# block 1

### Cell classes on the final placement, block 1

Scale: 3 px per micron.
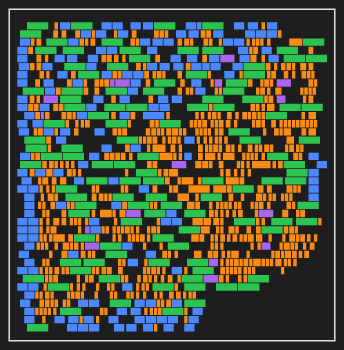

[src/rtl/herzel_pkg.sv]
// Shared types and constants for the Herzel filter-bank sequencer.
package herzel_pkg;

  typedef enum logic [2:0] {IDLE, CREQ, CWAIT, ARMED, RUN, DRAIN, DONE} hseq_state_t;

  // Plain-vector aliases of the state encoding, used by the FSM register and debug port.
  localparam logic [2:0] S_IDLE  = IDLE;
  localparam logic [2:0] S_CREQ  = CREQ;
  localparam logic [2:0] S_CWAIT = CWAIT;
  localparam logic [2:0] S_ARMED = ARMED;
  localparam logic [2:0] S_RUN   = RUN;
  localparam logic [2:0] S_DRAIN = DRAIN;
  localparam logic [2:0] S_DONE  = DONE;

  localparam logic [31:0] COEF_SAT = 32'h7FFF_FFFF;
  localparam logic [31:0] COS_ONE  = 32'h4000_0000;

  // STATUS register bit positions and masks as reported by the register bank.
  localparam int STATUS_CORDIC_BIT     = 0;
  localparam int STATUS_HERZEL_ALL_BIT = 1;
  localparam logic [7:0] STATUS_CORDIC_MSK     = 8'h01;
  localparam logic [7:0] STATUS_HERZEL_ALL_MSK = 8'h02;

endpackage

[src/rtl/herzel_coef_sat.sv]
// cos(w) -> 2*cos(w) in Q1.30; +1.0 is the only input whose double is unrepresentable.
module herzel_coef_sat
  import herzel_pkg::*;
(
  input  logic [31:0] cos_in,
  output logic [31:0] coef_out
);

  always_comb begin
    coef_out = (cos_in == COS_ONE) ? COEF_SAT : {cos_in[30:0], 1'b0};
  end

endmodule

[src/rtl/herzel_sequencer.sv]
// Herzel sequencer: loads one CORDIC-derived coefficient per channel, gates an NS-sample
// acquisition window, then waits for all cores. Handshake: cordic_req is held with cordic_arg
// stable until a 1-cycle cordic_ack; core_valid is a level per core. All outputs registered.
module herzel_sequencer
  import herzel_pkg::*;
#(
  parameter int NF        = 11,
  parameter int NS        = 100000,
  parameter int DRAIN_TMO = 1024,
  localparam int IW       = (NF > 1) ? $clog2(NF) : 1
) (
  input  logic          clk,
  input  logic          rstn,
  input  logic          start,
  input  logic          abort,
  output logic [IW-1:0] freq_idx,
  input  logic [31:0]   freq_data,
  output logic          cordic_req,
  output logic [31:0]   cordic_arg,
  input  logic          cordic_ack,
  input  logic [31:0]   cordic_cos,
  output logic          coef_we,
  output logic [IW-1:0] coef_idx,
  output logic [31:0]   coef_data,
  input  logic          sample_en,
  output logic          core_clear,
  output logic          core_run,
  input  logic [NF-1:0] core_valid,
  output logic          stat_coef,
  output logic          stat_all,
  output logic          stat_err,
  output logic          busy,
  output logic [2:0]    dbg_state
);

  localparam int SW = $clog2(NS + 1);
  localparam int TW = $clog2(DRAIN_TMO + 1);

  logic [2:0]    state_q, state_d;
  logic [IW-1:0] idx_q, idx_d;
  logic [SW-1:0] scnt_q, scnt_d;
  logic [TW-1:0] tcnt_q, tcnt_d;
  logic          sample_en_q;
  logic          req_q, req_d;
  logic [31:0]   arg_q, arg_d;
  logic          coef_we_q, coef_we_d;
  logic [IW-1:0] coef_idx_q, coef_idx_d;
  logic [31:0]   coef_data_q, coef_data_d;
  logic          core_clear_q, core_clear_d;
  logic          core_run_q, core_run_d;
  logic          stat_coef_q, stat_coef_d;
  logic          stat_all_q, stat_all_d;
  logic          stat_err_q, stat_err_d;
  logic          busy_q, busy_d;
  logic [31:0]   sat_coef;
  logic          accept;

  herzel_coef_sat u_coef_sat (
    .cos_in   (cordic_cos),
    .coef_out (sat_coef)
  );

  always_comb begin
    state_d      = state_q;
    idx_d        = idx_q;
    scnt_d       = scnt_q;
    tcnt_d       = tcnt_q;
    req_d        = req_q;
    arg_d        = arg_q;
    coef_we_d    = 1'b0;
    coef_idx_d   = coef_idx_q;
    coef_data_d  = coef_data_q;
    core_clear_d = 1'b0;
    core_run_d   = 1'b0;
    stat_coef_d  = stat_coef_q;
    stat_all_d   = stat_all_q;
    stat_err_d   = stat_err_q;
    // The first sample is taken on the registered rising edge; later ones on the level.
    accept       = (state_q == S_ARMED) ? (sample_en && !sample_en_q) : sample_en;

    case (state_q)
      S_IDLE, S_DONE: begin
        if (start) begin
          state_d     = S_CREQ;
          idx_d       = '0;
          stat_coef_d = 1'b0;
          stat_all_d  = 1'b0;
          stat_err_d  = 1'b0;
        end
      end
      S_CREQ: begin
        req_d   = 1'b1;
        arg_d   = freq_data;
        state_d = S_CWAIT;
      end
      S_CWAIT: begin
        if (cordic_ack) begin
          req_d       = 1'b0;
          coef_we_d   = 1'b1;
          coef_idx_d  = idx_q;
          coef_data_d = sat_coef;
          if (idx_q == IW'(NF - 1)) begin
            state_d      = S_ARMED;
            stat_coef_d  = 1'b1;
            core_clear_d = 1'b1;
            scnt_d       = '0;
          end else begin
            idx_d   = idx_q + IW'(1);
            state_d = S_CREQ;
          end
        end
      end
      S_ARMED, S_RUN: begin
        if (accept) begin
          core_run_d = 1'b1;
          scnt_d     = scnt_q + SW'(1);
          tcnt_d     = '0;
          state_d    = (scnt_q == SW'(NS - 1)) ? S_DRAIN : S_RUN;
        end
      end
      S_DRAIN: begin
        tcnt_d = tcnt_q + TW'(1);
        if (&core_valid) begin
          state_d    = S_DONE;
          stat_all_d = 1'b1;
        end else if (tcnt_q == TW'(DRAIN_TMO - 1)) begin
          state_d    = S_DONE;
          stat_all_d = 1'b0;
          stat_err_d = 1'b1;
        end
      end
      default: state_d = S_IDLE;
    endcase

    if (abort) begin
      state_d      = S_IDLE;
      req_d        = 1'b0;
      coef_we_d    = 1'b0;
      core_clear_d = 1'b0;
      core_run_d   = 1'b0;
      stat_coef_d  = 1'b0;
      stat_all_d   = 1'b0;
      stat_err_d   = 1'b1;
    end

    busy_d = (state_d != S_IDLE) && (state_d != S_DONE);
  end

  always_ff @(posedge clk) begin
    if (!rstn) begin
      state_q      <= S_IDLE;
      idx_q        <= '0;
      scnt_q       <= '0;
      tcnt_q       <= '0;
      sample_en_q  <= 1'b0;
      req_q        <= 1'b0;
      arg_q        <= '0;
      coef_we_q    <= 1'b0;
      coef_idx_q   <= '0;
      coef_data_q  <= '0;
      core_clear_q <= 1'b0;
      core_run_q   <= 1'b0;
      stat_coef_q  <= 1'b0;
      stat_all_q   <= 1'b0;
      stat_err_q   <= 1'b0;
      busy_q       <= 1'b0;
    end else begin
      state_q      <= state_d;
      idx_q        <= idx_d;
      scnt_q       <= scnt_d;
      tcnt_q       <= tcnt_d;
      sample_en_q  <= sample_en;
      req_q        <= req_d;
      arg_q        <= arg_d;
      coef_we_q    <= coef_we_d;
      coef_idx_q   <= coef_idx_d;
      coef_data_q  <= coef_data_d;
      core_clear_q <= core_clear_d;
      core_run_q   <= core_run_d;
      stat_coef_q  <= stat_coef_d;
      stat_all_q   <= stat_all_d;
      stat_err_q   <= stat_err_d;
      busy_q       <= busy_d;
    end
  end

  assign freq_idx   = idx_q;
  assign cordic_req = req_q;
  assign cordic_arg = arg_q;
  assign coef_we    = coef_we_q;
  assign coef_idx   = coef_idx_q;
  assign coef_data  = coef_data_q;
  assign core_clear = core_clear_q;
  assign core_run   = core_run_q;
  assign stat_coef  = stat_coef_q;
  assign stat_all   = stat_all_q;
  assign stat_err   = stat_err_q;
  assign busy       = busy_q;
  assign dbg_state  = state_q;

endmodule
[config.mk]
export PLATFORM = sky130hd
export DESIGN_NAME = herzel_sequencer
export DESIGN_NICKNAME = d
export VERILOG_FILES = /design/src/rtl/herzel_pkg.sv /design/src/rtl/herzel_coef_sat.sv /design/src/rtl/herzel_sequencer.sv
export SDC_FILE = /design/constraint.sdc
export NUM_CORES = 1
export LEC_CHECK = 0
export ABC_AREA = 1
export CAP_MARGIN = 15
export CORE_AREA = 2 2 106 108
export DETAILED_ROUTE_END_ITERATION = 16
export DIE_AREA = 0 0 108 110
export HOLD_SLACK_MARGIN = 0.03
export MAX_ROUTING_LAYER = met4
export PLACE_DENSITY_LB_ADDON = 0.15
export SLEW_MARGIN = 15
export SYNTH_ARGS = -nofsm -noshare
export SYNTH_HDL_FRONTEND = slang
export SYNTH_HIERARCHICAL = 1
export SYNTH_SLANG_ARGS = --single-unit
[constraint.sdc]
create_clock -name clk -period 4.25 [get_ports clk]
set_input_delay 0.85 -clock clk [delete_from_list [all_inputs] [get_ports clk]]
set_output_delay 0.85 -clock clk [all_outputs]
set_load 0.05 [all_outputs]
# block 2

**config.mk**
```make
export PLATFORM = sky130hd
export DESIGN_NAME = clock_set_ctrl
export DESIGN_NICKNAME = d
export VERILOG_FILES = /design/src/rtl/clock_pkg.sv /design/src/rtl/tick_gen.sv /design/src/rtl/clock_set_ctrl.sv
export SDC_FILE = /design/constraint.sdc
export NUM_CORES = 1
export LEC_CHECK = 0
export CAP_MARGIN = 20
export CORE_ASPECT_RATIO = 1.75
export CORE_MARGIN = 4
export CORE_UTILIZATION = 60
export DETAILED_ROUTE_END_ITERATION = 12
export GPL_ROUTABILITY_DRIVEN = 0
export GPL_TIMING_DRIVEN = 0
export HOLD_SLACK_MARGIN = 0.15
export PLACE_DENSITY = 0.93
export SETUP_SLACK_MARGIN = 0.05
export SYNTH_ARGS = -nofsm -noshare
export SYNTH_HDL_FRONTEND = slang
export SYNTH_HIERARCHICAL = 1
export SYNTH_SLANG_ARGS = --single-unit
```
**constraint.sdc**
```tcl
create_clock -name clk_m -period 5.85 [get_ports clk_m]
set_input_delay 1.17 -clock clk_m [delete_from_list [all_inputs] [get_ports clk_m]]
set_output_delay 1.17 -clock clk_m [all_outputs]
set_load 0.03 [all_outputs]
```
**src/rtl/clock_pkg.sv**
```systemverilog
// clock_pkg: state encodings, digit width, BCD limits and the BCD increment
// helper shared by the clock/alarm setting controller.
`timescale 1ns/1ps
package clock_pkg;

  typedef enum logic [2:0] {
    RUN      = 3'd0,
    SET_HR   = 3'd1,
    SET_MIN  = 3'd2,
    SET_AHR  = 3'd3,
    SET_AMIN = 3'd4
  } state_t;

  localparam int DIGIT_W = 8;
  localparam int SEC_MAX = 59;
  localparam int MIN_MAX = 59;
  localparam int HR_MAX  = 23;

  // Packed two-digit BCD {tens, ones} plus one, wrapping to 00 past lim.
  // Anything at or above lim also lands on 00, so a field can never leave
  // its legal range through an increment.
  function automatic logic [7:0] bcd_inc(input logic [7:0] v, input int lim);
    logic [3:0] tens;
    logic [3:0] ones;
    int         val;
    tens = v[7:4];
    ones = v[3:0];
    val  = 10 * int'(tens) + int'(ones);
    if (val >= lim)
      bcd_inc = 8'h00;
    else if (ones == 4'd9)
      bcd_inc = {tens + 4'd1, 4'd0};
    else
      bcd_inc = {tens, ones + 4'd1};
  endfunction

  // One BCD nibble widened to an output digit field (upper nibble zero).
  function automatic logic [DIGIT_W-1:0] to_digit(input logic [3:0] n);
    to_digit = DIGIT_W'(n);
  endfunction

endpackage

```
**src/rtl/tick_gen.sv**
```systemverilog
// tick_gen: free-running 0..CLK_HZ-1 divider producing a one-cycle pulse
// on the terminal count; clr restarts the count from 0.
`timescale 1ns/1ps
module tick_gen #(
  parameter int CLK_HZ = 50000000
) (
  input  logic clk_m,
  input  logic rst_n,
  input  logic clr,
  output logic tick
);

  localparam int                CNT_W   = (CLK_HZ > 1) ? $clog2(CLK_HZ) : 1;
  localparam logic [CNT_W-1:0]  CNT_MAX = CNT_W'(CLK_HZ - 1);
  localparam logic [CNT_W-1:0]  CNT_ONE = CNT_W'(1);

  logic [CNT_W-1:0] r_cnt;

  // Count up, wrap at terminal count, restart on clr.
  always_ff @(posedge clk_m or negedge rst_n) begin
    if (!rst_n)
      r_cnt <= '0;
    else if (clr || (r_cnt == CNT_MAX))
      r_cnt <= '0;
    else
      r_cnt <= r_cnt + CNT_ONE;
  end

  assign tick = (r_cnt == CNT_MAX);

endmodule

```
**src/rtl/clock_set_ctrl.sv**
```systemverilog
// clock_set_ctrl: hh:mm:ss BCD clock with button-driven time setting.
// Optional alarm (hour/minute registers, two extra SET states and the
// alarm_hit comparator) is compiled in by defining CLOCK_ALARM_EN.
//
// state    | meaning
// RUN      | time advances one second per tick
// SET_HR   | inc edge bumps hour, time frozen
// SET_MIN  | inc edge bumps minute (no hour carry), time frozen
// SET_AHR  | inc edge bumps alarm hour   (CLOCK_ALARM_EN only)
// SET_AMIN | inc edge bumps alarm minute (CLOCK_ALARM_EN only)
`timescale 1ns/1ps
module clock_set_ctrl
  import clock_pkg::*;
#(
  parameter int CLK_HZ = 50000000
) (
  input  logic        clk_m,
  input  logic        rst_n,
  input  logic        btn_mode,
  input  logic        btn_inc,
  output logic [47:0] timestruct,
  output logic [2:0]  mode,
  output logic        tick,
  output logic        alarm_hit
);

  logic       r_mode_d;
  logic       r_inc_d;
  logic       w_mode_edge;
  logic       w_inc_edge;
  state_t     r_state;
  state_t     w_state_nxt;
  logic       w_div_clr;
  logic       w_tick;
  logic [7:0] r_sec;
  logic [7:0] r_min;
  logic [7:0] r_hr;
  logic [7:0] w_sec_inc;
  logic [7:0] w_min_inc;
  logic [7:0] w_hr_inc;
  logic [7:0] w_run_sec;
  logic [7:0] w_run_min;
  logic [7:0] w_run_hr;

  tick_gen #(.CLK_HZ(CLK_HZ)) u_tick_gen (
    .clk_m (clk_m),
    .rst_n (rst_n),
    .clr   (w_div_clr),
    .tick  (w_tick)
  );

  // One delay stage per button for rising-edge detection.
  always_ff @(posedge clk_m or negedge rst_n) begin
    if (!rst_n) begin
      r_mode_d <= 1'b0;
      r_inc_d  <= 1'b0;
    end else begin
      r_mode_d <= btn_mode;
      r_inc_d  <= btn_inc;
    end
  end

  assign w_mode_edge = btn_mode & ~r_mode_d;
  assign w_inc_edge  = btn_inc  & ~r_inc_d;

  // State register.
  always_ff @(posedge clk_m or negedge rst_n) begin
    if (!rst_n)
      r_state <= RUN;
    else
      r_state <= w_state_nxt;
  end

  // Mode-edge sequencing; the divider restarts whenever setting ends.
  always_comb begin
    w_state_nxt = r_state;
    w_div_clr   = 1'b0;
    if (w_mode_edge) begin
      case (r_state)
        RUN:      w_state_nxt = SET_HR;
        SET_HR:   w_state_nxt = SET_MIN;
`ifdef CLOCK_ALARM_EN
        SET_MIN:  w_state_nxt = SET_AHR;
        SET_AHR:  w_state_nxt = SET_AMIN;
        SET_AMIN: w_state_nxt = RUN;
`else
        SET_MIN:  w_state_nxt = RUN;
`endif
        default:  w_state_nxt = RUN;
      endcase
      w_div_clr = (r_state != RUN) && (w_state_nxt == RUN);
    end
  end

  assign w_sec_inc = bcd_inc(r_sec, SEC_MAX);
  assign w_min_inc = bcd_inc(r_min, MIN_MAX);
  assign w_hr_inc  = bcd_inc(r_hr,  HR_MAX);

  // Time after one second in RUN, with sec->min->hour carries.
  always_comb begin
    w_run_sec = w_sec_inc;
    w_run_min = r_min;
    w_run_hr  = r_hr;
    if (w_sec_inc == 8'h00) begin
      w_run_min = w_min_inc;
      if (w_min_inc == 8'h00)
        w_run_hr = w_hr_inc;
    end
  end

  // Time registers: a mode edge pre-empts both inc and tick in that cycle.
  always_ff @(posedge clk_m or negedge rst_n) begin
    if (!rst_n) begin
      r_sec <= 8'h00;
      r_min <= 8'h00;
      r_hr  <= 8'h00;
    end else if (w_mode_edge) begin
      if (r_state == RUN)
        r_sec <= 8'h00;
    end else begin
      case (r_state)
        RUN: begin
          if (w_tick) begin
            r_sec <= w_run_sec;
            r_min <= w_run_min;
            r_hr  <= w_run_hr;
          end
        end
        SET_HR:  if (w_inc_edge) r_hr  <= w_hr_inc;
        SET_MIN: if (w_inc_edge) r_min <= w_min_inc;
        default: ;
      endcase
    end
  end

`ifdef CLOCK_ALARM_EN
  logic [7:0] r_ahr;
  logic [7:0] r_amin;
  logic       r_alarm_hit;

  // Alarm edits plus a registered match on the time a RUN tick produces.
  always_ff @(posedge clk_m or negedge rst_n) begin
    if (!rst_n) begin
      r_ahr       <= 8'h00;
      r_amin      <= 8'h00;
      r_alarm_hit <= 1'b0;
    end else begin
      r_alarm_hit <= (r_state == RUN) && w_tick && !w_mode_edge &&
                     (w_run_hr == r_ahr) && (w_run_min == r_amin) &&
                     (w_run_sec == 8'h00);
      if (!w_mode_edge && w_inc_edge) begin
        if (r_state == SET_AHR)
          r_ahr <= bcd_inc(r_ahr, HR_MAX);
        if (r_state == SET_AMIN)
          r_amin <= bcd_inc(r_amin, MIN_MAX);
      end
    end
  end

  assign alarm_hit = r_alarm_hit;
`else
  assign alarm_hit = 1'b0;
`endif

  assign timestruct = {to_digit(r_sec[3:0]), to_digit(r_sec[7:4]),
                       to_digit(r_min[3:0]), to_digit(r_min[7:4]),
                       to_digit(r_hr[3:0]),  to_digit(r_hr[7:4])};
  assign mode = r_state;
  assign tick = w_tick;

endmodule

```

## Gallery

Cell placement.
Plate I
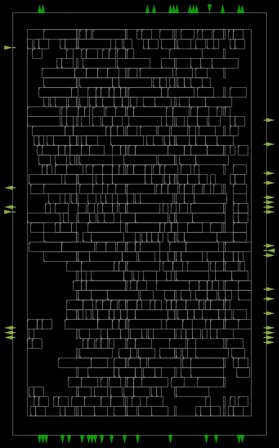
Plate II
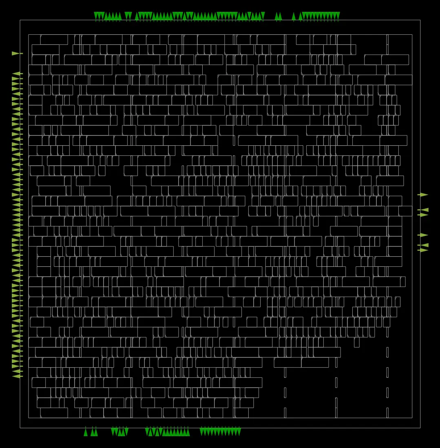
block 2 -> Plate I
block 1 -> Plate II
Of these, most cells: Plate II
Of these, most sequential cells: Plate II

### Local utilization, block 2

Scale: 4 px per micron. 7 x 12 tiles, from dark blue (low) to red (high), 0 to 100% covered.
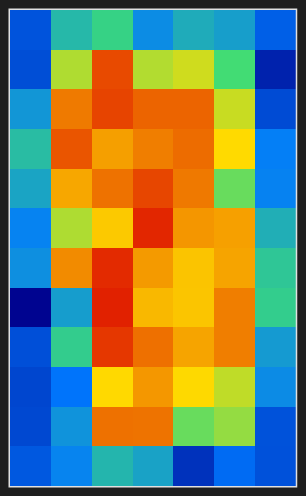
emptiest ninth of the die = bottom left
fullest tile = 96%
densest ninth of the die = middle
tiles over 75% full = 43%
nearly empty tiles = 1.2%
core footprint: 6860 sq um
final design utilization: 71.5%

==> Table 3: Implementation characteristics, block 2 <==
Table: implementation figures

Parameter                              Value

Run status
  Outcome    finished clean

Critical path
  Count of buffer and inverter cells on the critical path    2
  Critical path depth    12

Yosys
  Count of library flops with an enable pin    0
  Cell total in the yosys stat output    455
  XOR/XNOR share of the synthesized area    roughly 4.6%
  Share of synthesized registers carrying an async set or reset    100%
  Portion of the post-synthesis area used by sequential elements    between 30% and 40%

Clock tree
  Number of H-tree branching levels    2
  # clock sinks    about 54

Floorplan
  Die height    119 microns
  Number of placement rows    roughly 40

Min path
  Classification of the worst-slack hold path    flip-flop to flip-flop
  Endpoint of the worst hold-timing path    u_tick_gen/r_cnt[0]

Cells and area
  Multi-input combinational area share    53.8%
  Combinational gates    369

STA
  Pin slew with the least headroom to its limit    roughly 1100 ps

Global route
  Grt met2 use    between 40 and 50%
  Vias in the first global route    3,749

Route
  Wire per inst    approximately 16 microns

Pwr
  Internal portion of total power    between 0.9 and 1 mW
  Power in the clock group    0.339 mW
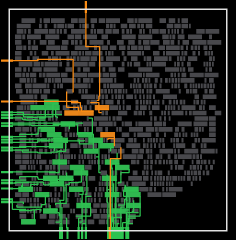
*Port wiring, block 1*
Scale: 2 px per micron.
coef_idx -> orange  # bits 4, direction output, edge 2 left, 1 bottom, 1 top, end cells 4, buffers 4, wire 237 microns
coef_data -> green  # bits 32, direction output, edge 16 left, 16 bottom, end cells 32, buffers 32, wire 1,090 microns

About 'Cell classes on the final placement' of block 1:
other buffers and delay cells -> blue  # cells 166
clock drivers and dummy loads -> purple  # cells 16
combinational and other logic -> orange  # cells 622
flops -> green  # cells 112
cell area after layout: 7060 sq um
final design utilization: 66.0%
number of placement rows: 38
sequential share of cell area: 31.8%
core footprint: 10,700 sq um

==> Table 3: Implementation characteristics, block 1 <==
Table: implementation figures

Parameter                              Value

Floorplan
  Die height    between 100 and 150 microns

Critical path
  Critical path depth    1
  Required time worst endpoint    3400 ps
  CP Class    flip-flop to primary output
  Crit path launch    dbg_state[0]
  Cell with the biggest individual delay on the critical path    clkdlybuf4s50_1

STA
  Final critical-path required period    2690 ps
  Worst max-slew margin expressed relative to the limit    35.4%

Global route
  Grt met2 use    a little under two fifths
  Met1 track demand over resource    27.1%
  Met3 global-route usage    about 7.6%

Pwr
  Power in the clock group    ~0.59 mW

Flow run
  Log Warnings    27

Cells and area
  Number of nets in the final layout    approximately 1,000

Clock tree
  Hold buffer count at CTS    0
  Number of H-tree branching levels    3
  Num CTS Buffers    9
  Clock network latency to the later pin of the worst-skew pair    between 300 and 400 ps

Placed design
  Cell total after placement    slightly above 1,000

Route
  Total routed wire length on the met1 layer    between 5 and 6 mm

Yosys
  Ys flop type    dfxtp_1
  Chip area from the yosys synthesis statistics    around 5200 sq um

Run status
  Outcome    finished clean

# block 3

<file path="src/rtl/skid_pipe_pkg.sv">
// Shared definitions for the skid/shift register pipeline.
package skid_pipe_pkg;

    localparam int unsigned WIDTH_DEF = 4;
    localparam int unsigned DEPTH_DEF = 2;

    // Bits needed to hold an occupancy value in 0..depth (never less than 1).
    function automatic int unsigned clog2_cnt(input int unsigned depth);
        int unsigned bits;
        bits = 1;
        while ((64'd1 << bits) < 64'(depth) + 64'd1) begin
            bits++;
        end
        return bits;
    endfunction

endpackage

</file>
<file path="src/rtl/pipe_stage.sv">
// One pipeline stage: data register plus valid bit, advanced by the caller.
module pipe_stage
    import skid_pipe_pkg::*;
#(
    parameter int unsigned WIDTH = WIDTH_DEF
) (
    input  logic             clk,
    input  logic             rst_n,
    input  logic             flush,
    input  logic             adv,
    input  logic [WIDTH-1:0] in_data,
    input  logic             in_valid,
    output logic [WIDTH-1:0] data_q,
    output logic             valid_q
);

    // Valid bit: cleared by flush, otherwise takes the incoming valid when advancing.
    always_ff @(posedge clk or negedge rst_n) begin
        if (!rst_n) begin
            valid_q <= 1'b0;
        end else if (flush) begin
            valid_q <= 1'b0;
        end else if (adv) begin
            valid_q <= in_valid;
        end
    end

    // Data register loads only real words; bubbles leave stale data in place.
    always_ff @(posedge clk or negedge rst_n) begin
        if (!rst_n) begin
            data_q <= '0;
        end else if (!flush && adv && in_valid) begin
            data_q <= in_data;
        end
    end

endmodule

</file>
<file path="src/rtl/skid_shift_pipeline.sv">
// Parametrised valid/ready register pipeline with bubble collapsing, flush,
// occupancy count and a debug tap bus exposing every stage.
module skid_shift_pipeline
    import skid_pipe_pkg::*;
#(
    parameter int unsigned WIDTH = WIDTH_DEF,
    parameter int unsigned DEPTH = DEPTH_DEF,
    parameter int unsigned CNT_W = clog2_cnt(DEPTH)
) (
    input  logic                   clk,
    input  logic                   rst_n,
    input  logic                   flush,
    input  logic [WIDTH-1:0]       in_data,
    input  logic                   in_valid,
    output logic                   in_ready,
    output logic [WIDTH-1:0]       out_data,
    output logic                   out_valid,
    input  logic                   out_ready,
    output logic [CNT_W-1:0]       count,
    output logic [WIDTH*DEPTH-1:0] taps
);

    logic [WIDTH-1:0] stage_data [DEPTH];
    logic [DEPTH-1:0] stage_valid;
    logic [DEPTH-1:0] adv;
    logic             in_xfer;
    logic             out_xfer;
    logic [CNT_W-1:0] count_d;
    logic [CNT_W-1:0] count_q;

    // A stage advances when downstream drains or any stage at or after it is empty.
    // Written flat rather than as a recursive chain so no signal feeds itself.
    always_comb begin
        for (int unsigned k = 0; k < DEPTH; k++) begin
            adv[k] = out_ready;
            for (int unsigned j = k; j < DEPTH; j++) begin
                if (!stage_valid[j]) begin
                    adv[k] = 1'b1;
                end
            end
        end
    end

    assign in_ready  = adv[0] & ~flush;
    assign out_valid = stage_valid[DEPTH-1];
    assign out_data  = stage_data[DEPTH-1];
    assign in_xfer   = in_valid & in_ready;
    assign out_xfer  = out_valid & out_ready;

    for (genvar k = 0; k < DEPTH; k++) begin : g_stage
        logic [WIDTH-1:0] stage_in_data;
        logic             stage_in_valid;

        if (k == 0) begin : g_head
            assign stage_in_data  = in_data;
            assign stage_in_valid = in_valid;
        end else begin : g_body
            assign stage_in_data  = stage_data[k-1];
            assign stage_in_valid = stage_valid[k-1];
        end

        pipe_stage #(
            .WIDTH (WIDTH)
        ) u_stage (
            .clk      (clk),
            .rst_n    (rst_n),
            .flush    (flush),
            .adv      (adv[k]),
            .in_data  (stage_in_data),
            .in_valid (stage_in_valid),
            .data_q   (stage_data[k]),
            .valid_q  (stage_valid[k])
        );

        assign taps[k*WIDTH +: WIDTH] = stage_data[k];
    end

    // Occupancy as an up/down counter; tracks the popcount of stage_valid.
    always_comb begin
        count_d = count_q;
        if (flush) begin
            count_d = '0;
        end else begin
            count_d = count_q + CNT_W'(in_xfer) - CNT_W'(out_xfer);
        end
    end

    // Occupancy register.
    always_ff @(posedge clk or negedge rst_n) begin
        if (!rst_n) begin
            count_q <= '0;
        end else begin
            count_q <= count_d;
        end
    end

    assign count = count_q;

endmodule
</file>
<file path="config.mk">
export PLATFORM = sky130hd
export DESIGN_NAME = skid_shift_pipeline
export DESIGN_NICKNAME = d
export VERILOG_FILES = /design/src/rtl/skid_pipe_pkg.sv /design/src/rtl/pipe_stage.sv /design/src/rtl/skid_shift_pipeline.sv
export SDC_FILE = /design/constraint.sdc
export NUM_CORES = 1
export LEC_CHECK = 0
export ABC_AREA = 1
export CORE_MARGIN = 5
export CORE_UTILIZATION = 30
export CTS_BUF_LIST = sky130_fd_sc_hd__clkbuf_8
export CTS_CLUSTER_DIAMETER = 60
export CTS_CLUSTER_SIZE = 28
export DETAILED_ROUTE_END_ITERATION = 16
export GPL_ROUTABILITY_DRIVEN = 1
export SLEW_MARGIN = 20
export SYNTH_ARGS = -nofsm -noshare
export SYNTH_HDL_FRONTEND = slang
export SYNTH_HIERARCHICAL = 1
export SYNTH_SLANG_ARGS = --single-unit
</file>
<file path="constraint.sdc">
create_clock -name clk -period 1.95 [get_ports clk]
set_input_delay 0.2925 -clock clk [delete_from_list [all_inputs] [get_ports clk]]
set_output_delay 0.2925 -clock clk [all_outputs]
set_load 0.05 [all_outputs]
</file>
==> Table 3: Implementation characteristics <==
Table: implementation figures

Parameter                              Value

Critical path
  Register-to-register path setup slack    about 340 ps
  Critical path depth    1
  Worst-path fanout max    5
  Timing endpoint of the critical path    out_valid
  Type of origin of the critical path    flip-flop
  Count of buffer and inverter cells on the critical path    1
  Worst flop-to-flop path endpoint    count[1]
  Worst endpoint data arrival time    approximately 1500 ps
  Cell with the biggest individual delay on the critical path    clkdlybuf4s50_1

Yosys
  AO/OA Area Share    0%
  Chip area from the yosys synthesis statistics    626 sq um
  Top logic family    simple AND/OR/NAND/NOR gates
  Avg Synthesized Cell Area    8.45 sq um
  Synth Warn #    6
  Count of cell types in the netlist    12

Run status
  Outcome    finished clean

Clock tree
  Hold buffer count at CTS    0
  Buffers inserted during post-CTS setup optimization    0
  Number of H-tree branching levels    1
  Num CTS Buffers    3
  # clock sinks    12

Cells and area
  Multi-input combinational area share    26.2%
  Highest-count logic cell in the final layout    nand2_1
  Share of final layout cell area taken by clock buffers and inverters    5.68%
  Non-clk invs    11
  Most instantiated logic cells after routing    nand2_1, clkdlybuf4s50_1, dfrtp_1
  Largest register FFs    8
  Area added between synthesis and finish    55.0%

Floorplan
  Chip Width    approximately 56 microns

Placed design
  Dpl hpwl    about 1.0 mm
  Cell total after placement    ~130

STA
  Portion of the clock cycle consumed by the worst path in the final layout    just under 90%
  Worst hold margin    about 400 ps

Global route
  Maximum number of pins on one net before global-route repair    13
  Met3 global-route usage    under 10%
  Met1 track demand over resource    under 10%

Route
  Top layer in use    met4
  Met3 wire length    86 microns
  Detailed-routing iteration count for the pre-antenna-repair pass    4
  Wire per inst    ~9.7 microns

Pwr
  Portion of total power attributed to sequential cells    roughly 33%
  Largest power group    combinational cells
  Switching power summed over all nets    between 0.3 and 0.4 mW

Flow run
  Log Warnings    26
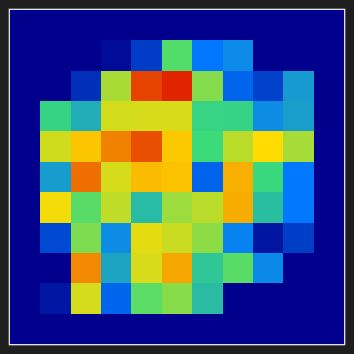
*Local utilization, block 3*
Scale: 6 px per micron. 11 x 11 tiles, from dark blue (low) to red (high), 0 to 100% covered.
emptiest ninth of the die = bottom right
mean over tiles = 30%
nearly empty tiles = 41%
densest ninth of the die = middle
tiles over 75% full = 12%
final design utilization: 48.9%
starting utilization of the core area: 31.6%
core footprint: 1980 sq um

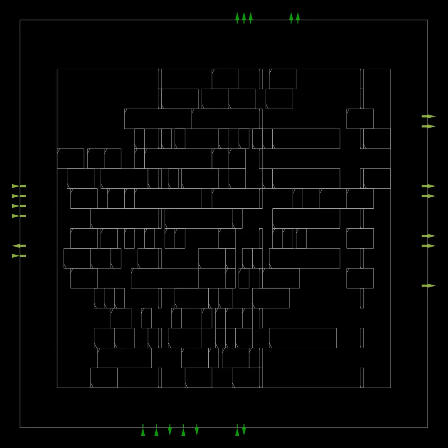
*Cell placement, block 3*
number of sequential storage elements: 12
final non-filler cell total: 129
sequential share of cell area: 31.1%
filler cell count in the final layout: 200
number of placement rows: 16



==> layout pictures side by side <==
Metal 1.
panel A
Scale: 4 px per micron. Supply wires on this layer in grey.
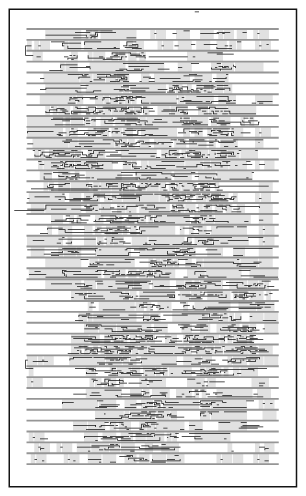
panel B
Scale: 8 px per micron. Supply wires on this layer in grey.
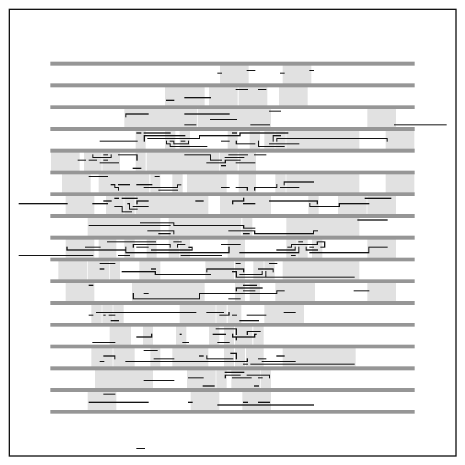
panel C
Scale: 4 px per micron. Supply wires on this layer in grey.
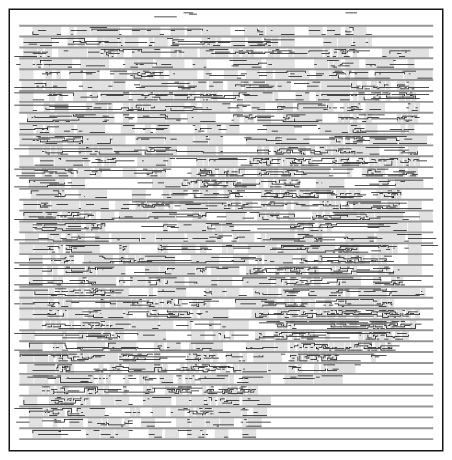
- smallest die: panel B
- largest die: panel C
panel C: block 1
panel A: block 2
panel B: block 3

Key to panel A:
wire length on this layer = 3,710 microns
share of all routed wire = 38%

Power is estimated from default activity; no workload was simulated.
